=== design 1 ===
### Congestion heat map, design 1

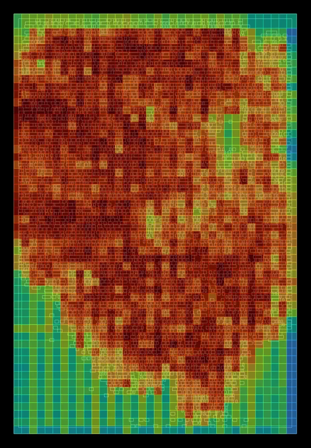

--- src/rtl/ex_stage.sv ---
// rtl/ex_stage.sv - execute stage: ALU control decode, ALU, branch resolve, 2-entry skid buffer
module alu #(
    parameter int xlen = 64
) (
    input  logic [xlen-1:0] a_i,
    input  logic [xlen-1:0] b_i,
    input  logic [2:0]      ctrl_i,
    output logic [xlen-1:0] result_o
);
    always_comb begin
        result_o = a_i + b_i;
        case (ctrl_i)
            3'b000: result_o = a_i & b_i;
            3'b001: result_o = a_i | b_i;
            3'b010: result_o = a_i + b_i;
            3'b110: result_o = a_i - b_i;
            3'b111: result_o = {{(xlen-1){1'b0}}, ($signed(a_i) < $signed(b_i))};
            default: result_o = a_i + b_i;
        endcase
    end
endmodule

module ex_stage #(
    parameter int xlen = 64
) (
    input  logic            clk,
    input  logic            rst,
    input  logic            flush,
    input  logic            in_valid,
    output logic            in_ready,
    input  logic [xlen-1:0] in_pc,
    input  logic [xlen-1:0] in_rs1_data,
    input  logic [xlen-1:0] in_rs2_data,
    input  logic [xlen-1:0] in_imm,
    input  logic            in_alu_src,
    input  logic [1:0]      in_alu_op,
    input  logic [2:0]      in_funct3,
    input  logic            in_funct7b5,
    input  logic [4:0]      in_rd,
    input  logic            in_reg_write,
    input  logic            in_is_branch,
    output logic            out_valid,
    input  logic            out_ready,
    output logic [xlen-1:0] out_result,
    output logic [xlen-1:0] out_rs2_data,
    output logic [4:0]      out_rd,
    output logic            out_reg_write,
    output logic            out_branch_taken,
    output logic [xlen-1:0] out_branch_target,
    output logic            out_illegal
);
    localparam logic [2:0] CTRL_AND = 3'b000;
    localparam logic [2:0] CTRL_OR  = 3'b001;
    localparam logic [2:0] CTRL_ADD = 3'b010;
    localparam logic [2:0] CTRL_SUB = 3'b110;
    localparam logic [2:0] CTRL_SLT = 3'b111;

    typedef enum logic [1:0] {S_EMPTY, S_ONE, S_TWO} state_t;

    typedef struct packed {
        logic [xlen-1:0] result;
        logic [xlen-1:0] rs2_data;
        logic [xlen-1:0] target;
        logic [4:0]      rd;
        logic            reg_write;
        logic            taken;
        logic            illegal;
    } entry_t;

    state_t state_q, state_d;
    entry_t main_q, skid_q, new_entry;

    logic [2:0]      alu_ctrl;
    logic            illegal;
    logic [xlen-1:0] alu_b;
    logic [xlen-1:0] alu_result;
    logic            in_xfer, out_xfer;
    logic            load_main_new, load_main_skid, load_skid;

    always_comb begin
        alu_ctrl = CTRL_ADD;
        illegal  = 1'b0;
        case (in_alu_op)
            2'b00: alu_ctrl = CTRL_ADD;
            2'b01: alu_ctrl = CTRL_SUB;
            2'b10: begin
                case (in_funct3)
                    3'b000: alu_ctrl = (in_funct7b5 && !in_alu_src) ? CTRL_SUB : CTRL_ADD;
                    3'b111: alu_ctrl = CTRL_AND;
                    3'b110: alu_ctrl = CTRL_OR;
                    3'b010: alu_ctrl = CTRL_SLT;
                    default: begin
                        alu_ctrl = CTRL_ADD;
                        illegal  = 1'b1;
                    end
                endcase
            end
            default: begin
                alu_ctrl = CTRL_ADD;
                illegal  = 1'b1;
            end
        endcase
    end

    assign alu_b = in_alu_src ? in_imm : in_rs2_data;

    alu #(.xlen(xlen)) u_alu (
        .a_i      (in_rs1_data),
        .b_i      (alu_b),
        .ctrl_i   (alu_ctrl),
        .result_o (alu_result)
    );

    always_comb begin
        new_entry.result    = alu_result;
        new_entry.rs2_data  = in_rs2_data;
        new_entry.target    = in_pc + in_imm;
        new_entry.rd        = in_rd;
        new_entry.reg_write = in_reg_write;
        new_entry.taken     = in_is_branch && (alu_result == '0);
        new_entry.illegal   = illegal;
    end

    // in_ready depends only on state so out_ready never reaches upstream combinationally
    assign in_ready  = !rst && (state_q != S_TWO);
    assign out_valid = (state_q != S_EMPTY);
    assign in_xfer   = in_valid && in_ready;
    assign out_xfer  = out_valid && out_ready;

    always_comb begin
        state_d        = state_q;
        load_main_new  = 1'b0;
        load_main_skid = 1'b0;
        load_skid      = 1'b0;
        if (flush) begin
            state_d = S_EMPTY;
        end else begin
            case (state_q)
                S_EMPTY: begin
                    if (in_xfer) begin
                        state_d       = S_ONE;
                        load_main_new = 1'b1;
                    end
                end
                S_ONE: begin
                    if (in_xfer && out_xfer) begin
                        load_main_new = 1'b1;
                    end else if (in_xfer) begin
                        state_d   = S_TWO;
                        load_skid = 1'b1;
                    end else if (out_xfer) begin
                        state_d = S_EMPTY;
                    end
                end
                S_TWO: begin
                    if (out_xfer) begin
                        state_d        = S_ONE;
                        load_main_skid = 1'b1;
                    end
                end
                default: state_d = S_EMPTY;
            endcase
        end
    end

    always_ff @(posedge clk) begin
        if (rst) begin
            state_q <= S_EMPTY;
            main_q  <= '0;
            skid_q  <= '0;
        end else begin
            state_q <= state_d;
            if (load_main_new) begin
                main_q <= new_entry;
            end else if (load_main_skid) begin
                main_q <= skid_q;
            end
            if (load_skid) begin
                skid_q <= new_entry;
            end
        end
    end

    assign out_result        = main_q.result;
    assign out_rs2_data      = main_q.rs2_data;
    assign out_rd            = main_q.rd;
    assign out_reg_write     = main_q.reg_write;
    assign out_branch_taken  = main_q.taken;
    assign out_branch_target = main_q.target;
    assign out_illegal       = main_q.illegal;
endmodule

--- config.mk ---
export PLATFORM = sky130hd
export DESIGN_NAME = ex_stage
export DESIGN_NICKNAME = d
export VERILOG_FILES = /design/src/rtl/ex_stage.sv
export SDC_FILE = /design/constraint.sdc
export NUM_CORES = 1
export LEC_CHECK = 0
export CELL_PAD_IN_SITES_DETAIL_PLACEMENT = 1
export CELL_PAD_IN_SITES_GLOBAL_PLACEMENT = 1
export CORE_ASPECT_RATIO = 1.5
export CORE_MARGIN = 4
export CORE_UTILIZATION = 35
export DETAILED_ROUTE_END_ITERATION = 7
export PLACE_DENSITY = 0.87
export SETUP_SLACK_MARGIN = 0.5
export SLEW_MARGIN = 20
export SYNTH_ARGS = -nofsm -noshare
export SYNTH_HDL_FRONTEND = slang
export SYNTH_SLANG_ARGS = --single-unit
--- constraint.sdc ---
create_clock -name clk -period 5.6 [get_ports clk]
set_clock_uncertainty 0.1 [all_clocks]
set_input_delay 1.12 -clock clk [delete_from_list [all_inputs] [get_ports clk]]
set_output_delay 1.12 -clock clk [all_outputs]
set_load 0.02 [all_outputs]
=== design 2 ===
$ cat src/rtl/shower_pkg.sv
// Shared definitions for the anode shower transmit path.
// Contents: shower code constants, FSM state encoding, default widths.
package shower_pkg;

  localparam int STRETCH_W_DEF = 4;
  localparam int DEAD_W_DEF    = 5;
  localparam int CNT_W_DEF     = 16;

  localparam logic [1:0] SH_NONE    = 2'd0;
  localparam logic [1:0] SH_LOOSE   = 2'd1;
  localparam logic [1:0] SH_NOMINAL = 2'd2;
  localparam logic [1:0] SH_TIGHT   = 2'd3;

  typedef enum logic [1:0] {
    ST_IDLE = 2'd0,
    ST_HOLD = 2'd1,
    ST_DEAD = 2'd2
  } state_e;

endpackage

$ cat src/rtl/sh_sat_cnt.sv
// Saturating up-counter with synchronous clear.
// Ports:
//   clk, rst  : clock and synchronous active-high reset
//   clr_i     : clear to zero (wins over inc_i)
//   inc_i     : increment by one, holding at all-ones
//   cnt_o     : current count
module sh_sat_cnt #(
  parameter int W = 16
) (
  input  logic         clk,
  input  logic         rst,
  input  logic         clr_i,
  input  logic         inc_i,
  output logic [W-1:0] cnt_o
);

  logic [W-1:0] cnt_q, cnt_d;

  always_comb begin
    cnt_d = cnt_q;
    if (clr_i) begin
      cnt_d = '0;
    end else if (inc_i && (cnt_q != '1)) begin
      cnt_d = cnt_q + W'(1);
    end
  end

  always_ff @(posedge clk) begin
    if (rst) cnt_q <= '0;
    else     cnt_q <= cnt_d;
  end

  assign cnt_o = cnt_q;

endmodule

$ cat src/rtl/shower_tx.sv
// Shower code conditioner for the ALCT-to-OTMB trigger link.
// Stretches an accepted code for max(stretch,1) BX, upgrades it when a
// higher code arrives during the stretch, then suppresses input for
// deadtime BX. Counts every code sent (new sequences and upgrades).
// Ports:
//   clk, rst      : BX clock, synchronous active-high reset
//   shower_int    : per-BX code from the detector (0 none .. 3 tight)
//   enable        : allows IDLE -> HOLD
//   stretch       : hold length in BX (0 treated as 1)
//   deadtime      : suppression length in BX after a stretch
//   cnt_clear     : clears all sent-code counters
//   shower_out    : registered conditioned code
//   shower_busy   : registered, high while holding or dead
//   cnt_*         : saturating sent-code counters
//
// state   | meaning
// IDLE    | waiting for an enabled nonzero code
// HOLD    | driving latched code, upgrades accepted
// DEAD    | output zero, input ignored
module shower_tx
  import shower_pkg::*;
#(
  parameter int STRETCH_W = STRETCH_W_DEF,
  parameter int DEAD_W    = DEAD_W_DEF,
  parameter int CNT_W     = CNT_W_DEF
) (
  input  logic                 clk,
  input  logic                 rst,
  input  logic [1:0]           shower_int,
  input  logic                 enable,
  input  logic [STRETCH_W-1:0] stretch,
  input  logic [DEAD_W-1:0]    deadtime,
  input  logic                 cnt_clear,
  output logic [1:0]           shower_out,
  output logic                 shower_busy,
  output logic [CNT_W-1:0]     cnt_loose,
  output logic [CNT_W-1:0]     cnt_nominal,
  output logic [CNT_W-1:0]     cnt_tight
);

  state_e               state_q, state_d;
  logic [1:0]           code_q, code_d;
  logic [STRETCH_W-1:0] hold_cnt_q, hold_cnt_d;
  logic [DEAD_W-1:0]    dead_cnt_q, dead_cnt_d;
  logic [1:0]           out_q, out_d;
  logic                 busy_q, busy_d;
  logic                 inc_en;
  logic                 trig;
  logic [STRETCH_W-1:0] hold_load;

  assign trig      = enable && (shower_int != SH_NONE);
  assign hold_load = (stretch == '0) ? STRETCH_W'(1) : stretch;

  always_comb begin
    state_d    = state_q;
    code_d     = code_q;
    hold_cnt_d = hold_cnt_q;
    dead_cnt_d = dead_cnt_q;
    inc_en     = 1'b0;
    case (state_q)
      ST_IDLE: begin
        if (trig) begin
          state_d    = ST_HOLD;
          code_d     = shower_int;
          hold_cnt_d = hold_load;
          inc_en     = 1'b1;
        end
      end
      ST_HOLD: begin
        if (shower_int > code_q) begin
          code_d     = shower_int;
          hold_cnt_d = hold_load;
          inc_en     = 1'b1;
        end else if (hold_cnt_q <= STRETCH_W'(1)) begin
          if (deadtime != '0) begin
            state_d    = ST_DEAD;
            dead_cnt_d = deadtime;
            code_d     = SH_NONE;
            hold_cnt_d = '0;
          end else if (trig) begin
            // With no dead time the exit cycle is the IDLE re-entry cycle,
            // so a code present now starts a fresh sequence seamlessly.
            code_d     = shower_int;
            hold_cnt_d = hold_load;
            inc_en     = 1'b1;
          end else begin
            state_d    = ST_IDLE;
            code_d     = SH_NONE;
            hold_cnt_d = '0;
          end
        end else begin
          hold_cnt_d = hold_cnt_q - STRETCH_W'(1);
        end
      end
      ST_DEAD: begin
        if (dead_cnt_q <= DEAD_W'(1)) begin
          state_d    = ST_IDLE;
          dead_cnt_d = '0;
        end else begin
          dead_cnt_d = dead_cnt_q - DEAD_W'(1);
        end
      end
      default: begin
        state_d    = ST_IDLE;
        code_d     = SH_NONE;
        hold_cnt_d = '0;
        dead_cnt_d = '0;
      end
    endcase
    out_d  = (state_d == ST_HOLD) ? code_d : SH_NONE;
    busy_d = (state_d != ST_IDLE);
  end

  always_ff @(posedge clk) begin
    if (rst) begin
      state_q    <= ST_IDLE;
      code_q     <= SH_NONE;
      hold_cnt_q <= '0;
      dead_cnt_q <= '0;
      out_q      <= SH_NONE;
      busy_q     <= 1'b0;
    end else begin
      state_q    <= state_d;
      code_q     <= code_d;
      hold_cnt_q <= hold_cnt_d;
      dead_cnt_q <= dead_cnt_d;
      out_q      <= out_d;
      busy_q     <= busy_d;
    end
  end

  assign shower_out  = out_q;
  assign shower_busy = busy_q;

  sh_sat_cnt #(.W(CNT_W)) u_cnt_loose (
    .clk   (clk),
    .rst   (rst),
    .clr_i (cnt_clear),
    .inc_i (inc_en && (shower_int == SH_LOOSE)),
    .cnt_o (cnt_loose)
  );

  sh_sat_cnt #(.W(CNT_W)) u_cnt_nominal (
    .clk   (clk),
    .rst   (rst),
    .clr_i (cnt_clear),
    .inc_i (inc_en && (shower_int == SH_NOMINAL)),
    .cnt_o (cnt_nominal)
  );

  sh_sat_cnt #(.W(CNT_W)) u_cnt_tight (
    .clk   (clk),
    .rst   (rst),
    .clr_i (cnt_clear),
    .inc_i (inc_en && (shower_int == SH_TIGHT)),
    .cnt_o (cnt_tight)
  );

endmodule

$ cat config.mk
export PLATFORM = sky130hd
export DESIGN_NAME = shower_tx
export DESIGN_NICKNAME = d
export VERILOG_FILES = /design/src/rtl/shower_pkg.sv /design/src/rtl/sh_sat_cnt.sv /design/src/rtl/shower_tx.sv
export SDC_FILE = /design/constraint.sdc
export NUM_CORES = 1
export LEC_CHECK = 0
export CORE_ASPECT_RATIO = 0.5
export CORE_UTILIZATION = 49
export DETAILED_ROUTE_END_ITERATION = 7
export PLACE_DENSITY = 0.86
export RECOVER_POWER = 25
export SLEW_MARGIN = 20
export SYNTH_ARGS = -nofsm -noshare
export SYNTH_HDL_FRONTEND = slang
export SYNTH_HIERARCHICAL = 1
export SYNTH_SLANG_ARGS = --single-unit
$ cat constraint.sdc
create_clock -name clk -period 2.71 [get_ports clk]
set_clock_uncertainty 0.15 [all_clocks]
set_input_delay 0.4065 -clock clk [delete_from_list [all_inputs] [get_ports clk]]
set_output_delay 0.4065 -clock clk [all_outputs]
set_load 0.1 [all_outputs]
=== design 3 ===
**src/rtl/result_mem_reader.sv**
```systemverilog
// result_mem_reader: drains result records from the shared result BRAM and
// streams each one MSB-first, byte by byte, to the UART transmitter. It
// pulses doneTransmitting when the drain completes.
// Optional feature macro: MEMREADER_CHECKSUM_EN appends an XOR checksum byte
// after the data bytes of every record.
//
// state  | meaning
// -------+-------------------------------------------------------------
// IDLE   | waiting for start; numRecords captured on acceptance
// READ   | enA asserted, addrA = current record index
// WAIT   | BRAM data valid this cycle, captured into the shift register
// SEND   | presenting record bytes, top byte first, one per transfer
// CKSUM  | presenting the XOR of the record's bytes (checksum build only)
// DONE   | one-cycle doneTransmitting pulse, then back to IDLE
module result_mem_reader #(
  parameter int ADDR_W = 11,
  parameter int REC_W  = 192
) (
  input  logic              clock,
  input  logic              reset,
  input  logic              start,
  input  logic [ADDR_W:0]   numRecords,
  output logic              enA,
  output logic [ADDR_W-1:0] addrA,
  input  logic [REC_W-1:0]  doutA,
  output logic [7:0]        txData,
  output logic              txValid,
  input  logic              txReady,
  output logic              busy,
  output logic              doneTransmitting
);

  localparam int NB   = REC_W / 8;
  localparam int BC_W = (NB > 1) ? $clog2(NB) : 1;

  localparam logic [ADDR_W:0] DEPTH     = {1'b1, {ADDR_W{1'b0}}};
  localparam logic [ADDR_W:0] IDX_ONE   = {{ADDR_W{1'b0}}, 1'b1};
  localparam logic [BC_W-1:0] BC_ONE    = BC_W'(1);
  localparam logic [BC_W-1:0] LAST_BYTE = BC_W'(NB - 1);

  typedef enum logic [2:0] {
    S_IDLE  = 3'd0,
    S_READ  = 3'd1,
    S_WAIT  = 3'd2,
    S_SEND  = 3'd3,
`ifdef MEMREADER_CHECKSUM_EN
    S_CKSUM = 3'd4,
`endif
    S_DONE  = 3'd5
  } state_t;

  state_t            state_q;
  state_t            state_d;

  logic [ADDR_W:0]   count_q;
  logic [ADDR_W:0]   idx_q;
  logic [ADDR_W:0]   idx_inc;
  logic [ADDR_W-1:0] addr_q;
  logic [REC_W-1:0]  shift_q;
  logic [BC_W-1:0]   byte_cnt_q;
  logic [7:0]        top_byte;
  logic              more_records;
  logic              rec_done;
  logic              data_xfer;

`ifdef MEMREADER_CHECKSUM_EN
  logic [7:0]        cksum_q;
`endif

  assign idx_inc      = idx_q + IDX_ONE;
  assign more_records = (idx_inc < count_q);
  assign top_byte     = shift_q[REC_W-1 -: 8];
  assign addrA        = addr_q;

  // State register
  always_ff @(posedge clock) begin
    if (reset) begin
      state_q <= S_IDLE;
    end else begin
      state_q <= state_d;
    end
  end

  // Next-state decode and outputs; rec_done marks the last transfer of a record
  always_comb begin
    state_d          = state_q;
    enA              = 1'b0;
    txValid          = 1'b0;
    txData           = top_byte;
    doneTransmitting = 1'b0;
    busy             = (state_q != S_IDLE);
    rec_done         = 1'b0;
    data_xfer        = 1'b0;
    case (state_q)
      S_IDLE: begin
        if (start) begin
          state_d = (numRecords == '0) ? S_DONE : S_READ;
        end
      end
      S_READ: begin
        enA     = 1'b1;
        state_d = S_WAIT;
      end
      S_WAIT: begin
        state_d = S_SEND;
      end
      S_SEND: begin
        txValid   = 1'b1;
        data_xfer = txReady;
        if (txReady && (byte_cnt_q == LAST_BYTE)) begin
`ifdef MEMREADER_CHECKSUM_EN
          state_d = S_CKSUM;
`else
          rec_done = 1'b1;
          state_d  = more_records ? S_READ : S_DONE;
`endif
        end
      end
`ifdef MEMREADER_CHECKSUM_EN
      S_CKSUM: begin
        txValid = 1'b1;
        txData  = cksum_q;
        if (txReady) begin
          rec_done = 1'b1;
          state_d  = more_records ? S_READ : S_DONE;
        end
      end
`endif
      S_DONE: begin
        doneTransmitting = 1'b1;
        state_d          = S_IDLE;
      end
      default: begin
        state_d = S_IDLE;
      end
    endcase
  end

  // Count capture, record indexing, address register and byte shifter
  always_ff @(posedge clock) begin
    if (reset) begin
      count_q    <= '0;
      idx_q      <= '0;
      addr_q     <= '0;
      shift_q    <= '0;
      byte_cnt_q <= '0;
    end else begin
      if ((state_q == S_IDLE) && start) begin
        count_q <= (numRecords > DEPTH) ? DEPTH : numRecords;
        idx_q   <= '0;
        addr_q  <= '0;
      end
      if (state_q == S_WAIT) begin
        shift_q    <= doutA;
        byte_cnt_q <= '0;
      end
      if (data_xfer) begin
        shift_q    <= {shift_q[REC_W-9:0], 8'h00};
        byte_cnt_q <= byte_cnt_q + BC_ONE;
      end
      // addrA is loaded only when heading into READ, so it holds otherwise
      if (rec_done && more_records) begin
        idx_q  <= idx_inc;
        addr_q <= idx_inc[ADDR_W-1:0];
      end
    end
  end

`ifdef MEMREADER_CHECKSUM_EN
  // Running XOR of the data bytes of the current record
  always_ff @(posedge clock) begin
    if (reset) begin
      cksum_q <= '0;
    end else if (state_q == S_WAIT) begin
      cksum_q <= '0;
    end else if (data_xfer) begin
      cksum_q <= cksum_q ^ top_byte;
    end
  end
`endif

endmodule

```
**config.mk**
```make
export PLATFORM = sky130hd
export DESIGN_NAME = result_mem_reader
export DESIGN_NICKNAME = d
export VERILOG_FILES = /design/src/rtl/result_mem_reader.sv
export SDC_FILE = /design/constraint.sdc
export NUM_CORES = 1
export LEC_CHECK = 0
export CAP_MARGIN = 25
export CORE_MARGIN = 5
export CORE_UTILIZATION = 46
export CTS_BUF_LIST = sky130_fd_sc_hd__clkbuf_2 sky130_fd_sc_hd__clkbuf_4 sky130_fd_sc_hd__clkbuf_8
export DETAILED_ROUTE_END_ITERATION = 7
export PLACE_DENSITY = 0.88
export RECOVER_POWER = 25
export SYNTH_ARGS = -nofsm -noshare
export SYNTH_HDL_FRONTEND = slang
export SYNTH_SLANG_ARGS = --single-unit
```
**constraint.sdc**
```tcl
create_clock -name clock -period 2.8 [get_ports clock]
set_input_delay 0.42 -clock clock [delete_from_list [all_inputs] [get_ports clock]]
set_output_delay 0.42 -clock clock [all_outputs]
set_load 0.05 [all_outputs]
```
### Wiring by layer, design 2

Only two layers are drawn.
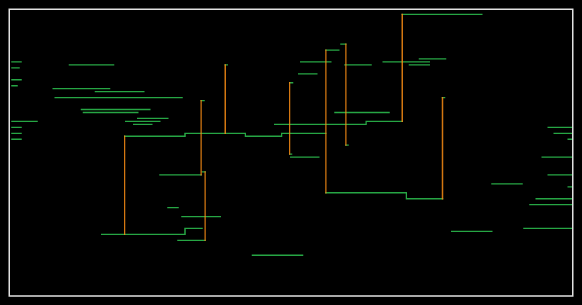
[green] metal 3 | wire length: 447 um
[orange] metal 4 | wire length: 190 um
via count: 3745
wire per inst: 14.5 um
GRT Overall Usage: 23.5%

### Congestion heat map, design 2

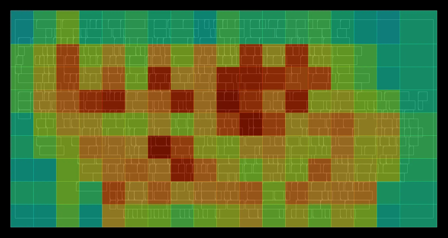
Finished Core Util: 66.4%
GR Layer Usage met3: 6.03%

==> impl_metrics.env, design 2 <==
# source this file to load flow results
export IMPL_status="finished clean"
export IMPL_synth_distinct_cells=66
export IMPL_fin_crit_ns=2.64
export IMPL_clockBufferDepth=2
export IMPL_die_area_mm2=0.00839
export IMPL_ys_sh_mux_pct=4.88
export IMPL_core_mm2=0.00754
export IMPL_postCtsHoldBufs=0
export IMPL_top_area_share_pct=32.7
export IMPL_top_cell="dfxtp_1"
export IMPL_slew_headroom_pct=19.8
export IMPL_lay_top_cells="dfxtp_1, buf_4, nand2_1"
export IMPL_crit_required_ns=2.83
export IMPL_clock_cell_area_share_pct=5.47
export IMPL_dp_cells=636
export IMPL_logic_area_mm2=0.00259
export IMPL_worstSetupPathType="in -> reg"
export IMPL_comb_cells=351
export IMPL_num_io_pins=66
export IMPL_fp_nets=475
export IMPL_endpoint="u_cnt_loose/cnt_o[10]"
export IMPL_maxCapViolCount=0
export IMPL_buf_share_pct=13.5
export IMPL_place_ws_ns=-0.680
export IMPL_use_met2_pct=39.5
export IMPL_via_per_inst=5.74
export IMPL_die_w_um=129
==> design 2: per-stage QoR <==
step | hold slack [ns] | util, %
5_1_grt | 0.368 | 66.4
4_1_cts | 0.329 | 67.5
2_1_floorplan | 0.330 | -
3_5_place_dp | 0.339 | 63.0
3_3_place_gp | 0.336 | 63.0
6_report | 0.337 | 66.4
==> design 2: critical path, cell delays in order <==
cell,delay (ns)
buf_2,0.11
or4_4,0.54
or3_4,0.40
o211ai_4,0.22
nand2_1,0.10
nor2_2,0.14
and4_4,0.26
nand3_2,0.10
or3_4,0.36
a21oi_2,0.13
### Placement by cell class, design 1

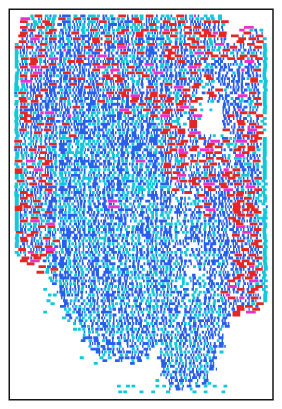
[magenta] clock drivers and dummy loads | cells: 85 | share of their area: 3.5%
[cyan] remaining buffers and delay cells | cells: 1464 | share of their area: 27%
[blue] combinational and other logic | cells: 3501 | share of their area: 52%
[red] sequential cells | cells: 402 | share of their area: 18%
Final Cell Area: 0.0474 mm2
sequential cell area share: 17.0%
row cnt: 133

## Picture notes: 'Congestion heat map' of design 1
GR Layer Usage met1: 38.3%
met2 GRT Util: 64.6%
Finished Core Util: 54.2%

==> impl_metrics.env, design 1 <==
# source this file to load flow results
export IMPL_holdWs_ns=0.358
export IMPL_gp_congestion=1.06
export IMPL_failed_checks="setup timing"
export IMPL_timing_final_ws_setup_ns=-0.228
export IMPL_core_mm2=0.0875
export IMPL_fin_cells=6627
export IMPL_setup_viol_count_final=2
export IMPL_status="complete, but fails checks"
export IMPL_ys_top_logic_family="AND-OR/OR-AND gates"
export IMPL_root_buffer="clkbuf_16"
export IMPL_ys_area_mm2=0.0308
export IMPL_min_path_cells=2
export IMPL_buf_share_pct=26.6
export IMPL_ys_sh_mux_pct=2.67
export IMPL_synth_top_flop_cell="dfxtp_1"
export IMPL_synth_cells=4186
export IMPL_dp_cells=6441
export IMPL_yosys_area_share_aoi_pct=31.3
export IMPL_dr_wl_met2_mm=92.3
-- design 1: flip-flops by register name, summed over array words and instances, names as in the netlist --
signal,cells
out_branch_taken,1
out_rd,5
out_branch_target,64
state_q,2
out_rs2_data,64
out_result,64
out_illegal,1
skid_q,200
out_reg_write,1
-- design 1: worst min path at each step --
stage,end,startpoint
CTS,out_rs2_data[10],out_rs2_data[10]
finish,out_rs2_data[61],out_rs2_data[61]
detailed placement,out_rs2_data[10],out_rs2_data[10]
global route,out_rs2_data[9],out_rs2_data[9]
global placement,skid_q[57],skid_q[57]
floorplan,skid_q[67],skid_q[67]
### Placement by cell class, design 3

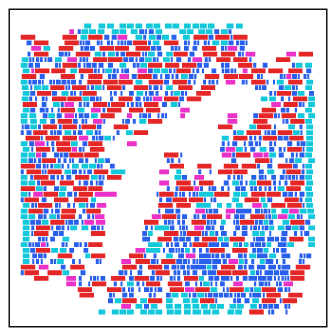
[red] sequential cells | cells: 224 | share of their area: 36%
[cyan] remaining buffers and delay cells | cells: 264 | share of their area: 21%
[magenta] clock drivers and dummy loads | cells: 64 | share of their area: 6.6%
[blue] combinational and other logic | cells: 778 | share of their area: 36%

### Clock wires, drivers and flops, design 3

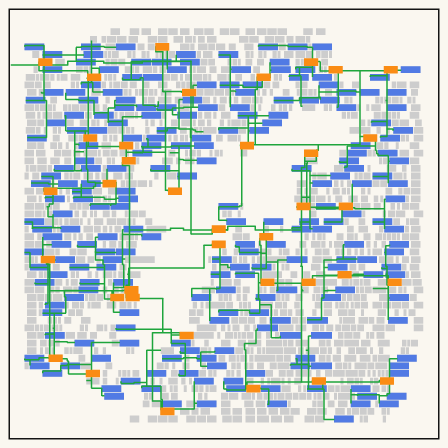
[green] clock wires | length: 2890 um
[orange] clock drivers | count: 37
[blue] flip-flops | count: 224
flops lie: spread over the die
routed clock nets: 38

==> impl_metrics.env, design 3 <==
# source this file to load flow results
export IMPL_adder_share_pct=1.72
export IMPL_timing_final_ws_setup_ns=-0.0210
export IMPL_synth_cells=1116
export IMPL_ir_drop_mv=0.455
export IMPL_status="complete, but fails checks"
export IMPL_top_area_share_pct=47.5
export IMPL_lay_top_count="clkdlybuf4s50_1"
export IMPL_setup_viol_count_final=4
export IMPL_first_pass_iters=6
export IMPL_antenna_found_initial=2
export IMPL_drv_slew=0
export IMPL_synthArstFlopShare_pct=0
export IMPL_synth_top_flop_cell="dfxtp_1"
export IMPL_initCoreUtil_pct=46.7
export IMPL_failed_checks="setup timing"
design 3: cell type report:
type / instances / area, um2
fillers: 1669 / 7530
diodes: 2 / 5.00
well taps: 270 / 338
multi-input cells: 763 / 4350
clock buffers: 61 / 777
inverters: 15 / 56.3
clock inverters: 3 / 42.5
flip-flops and latches: 224 / 4490
repair buffers: 264 / 2640
design 3: worst register-to-register path: stages, from the launching register on:
cell and delay (ns):
dfxtp_2 0.34, nand4_1 0.20, buf_4 0.21, nor4_4 0.18, xor2_1 0.15, ha_1 0.34
nand4_2 0.14, or4_4 0.56, o211ai_4 0.33, o21ai_4 0.14, o21ai_1 0.17

==> gallery <==
Pin placement.
Pins as bars across the die edge, other pins in gray.
picture 1
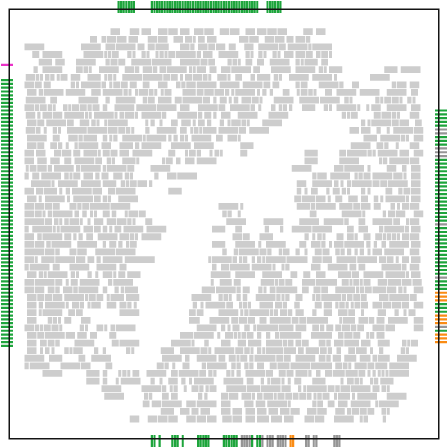
picture 2
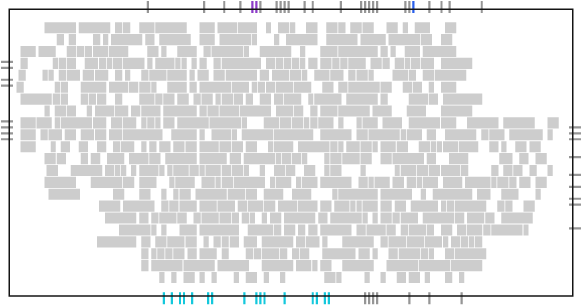
picture 3
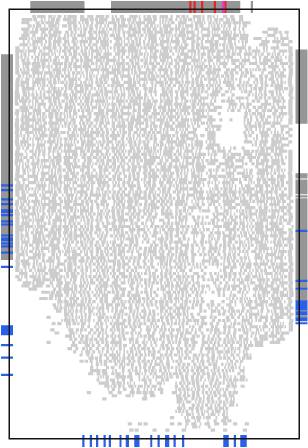
The one with the most pins is picture 3.
- design 1 = picture 3
- design 3 = picture 1
- design 2 = picture 2

Key to picture 1:
[green] doutA | pins: 192 | direction: input | edge: 71 left, 55 top, 45 right, 21 bottom
[magenta] clock | pins: 1 | direction: input | edge: left
[orange] addrA | pins: 11 | direction: output | edge: 9 right, 2 bottom


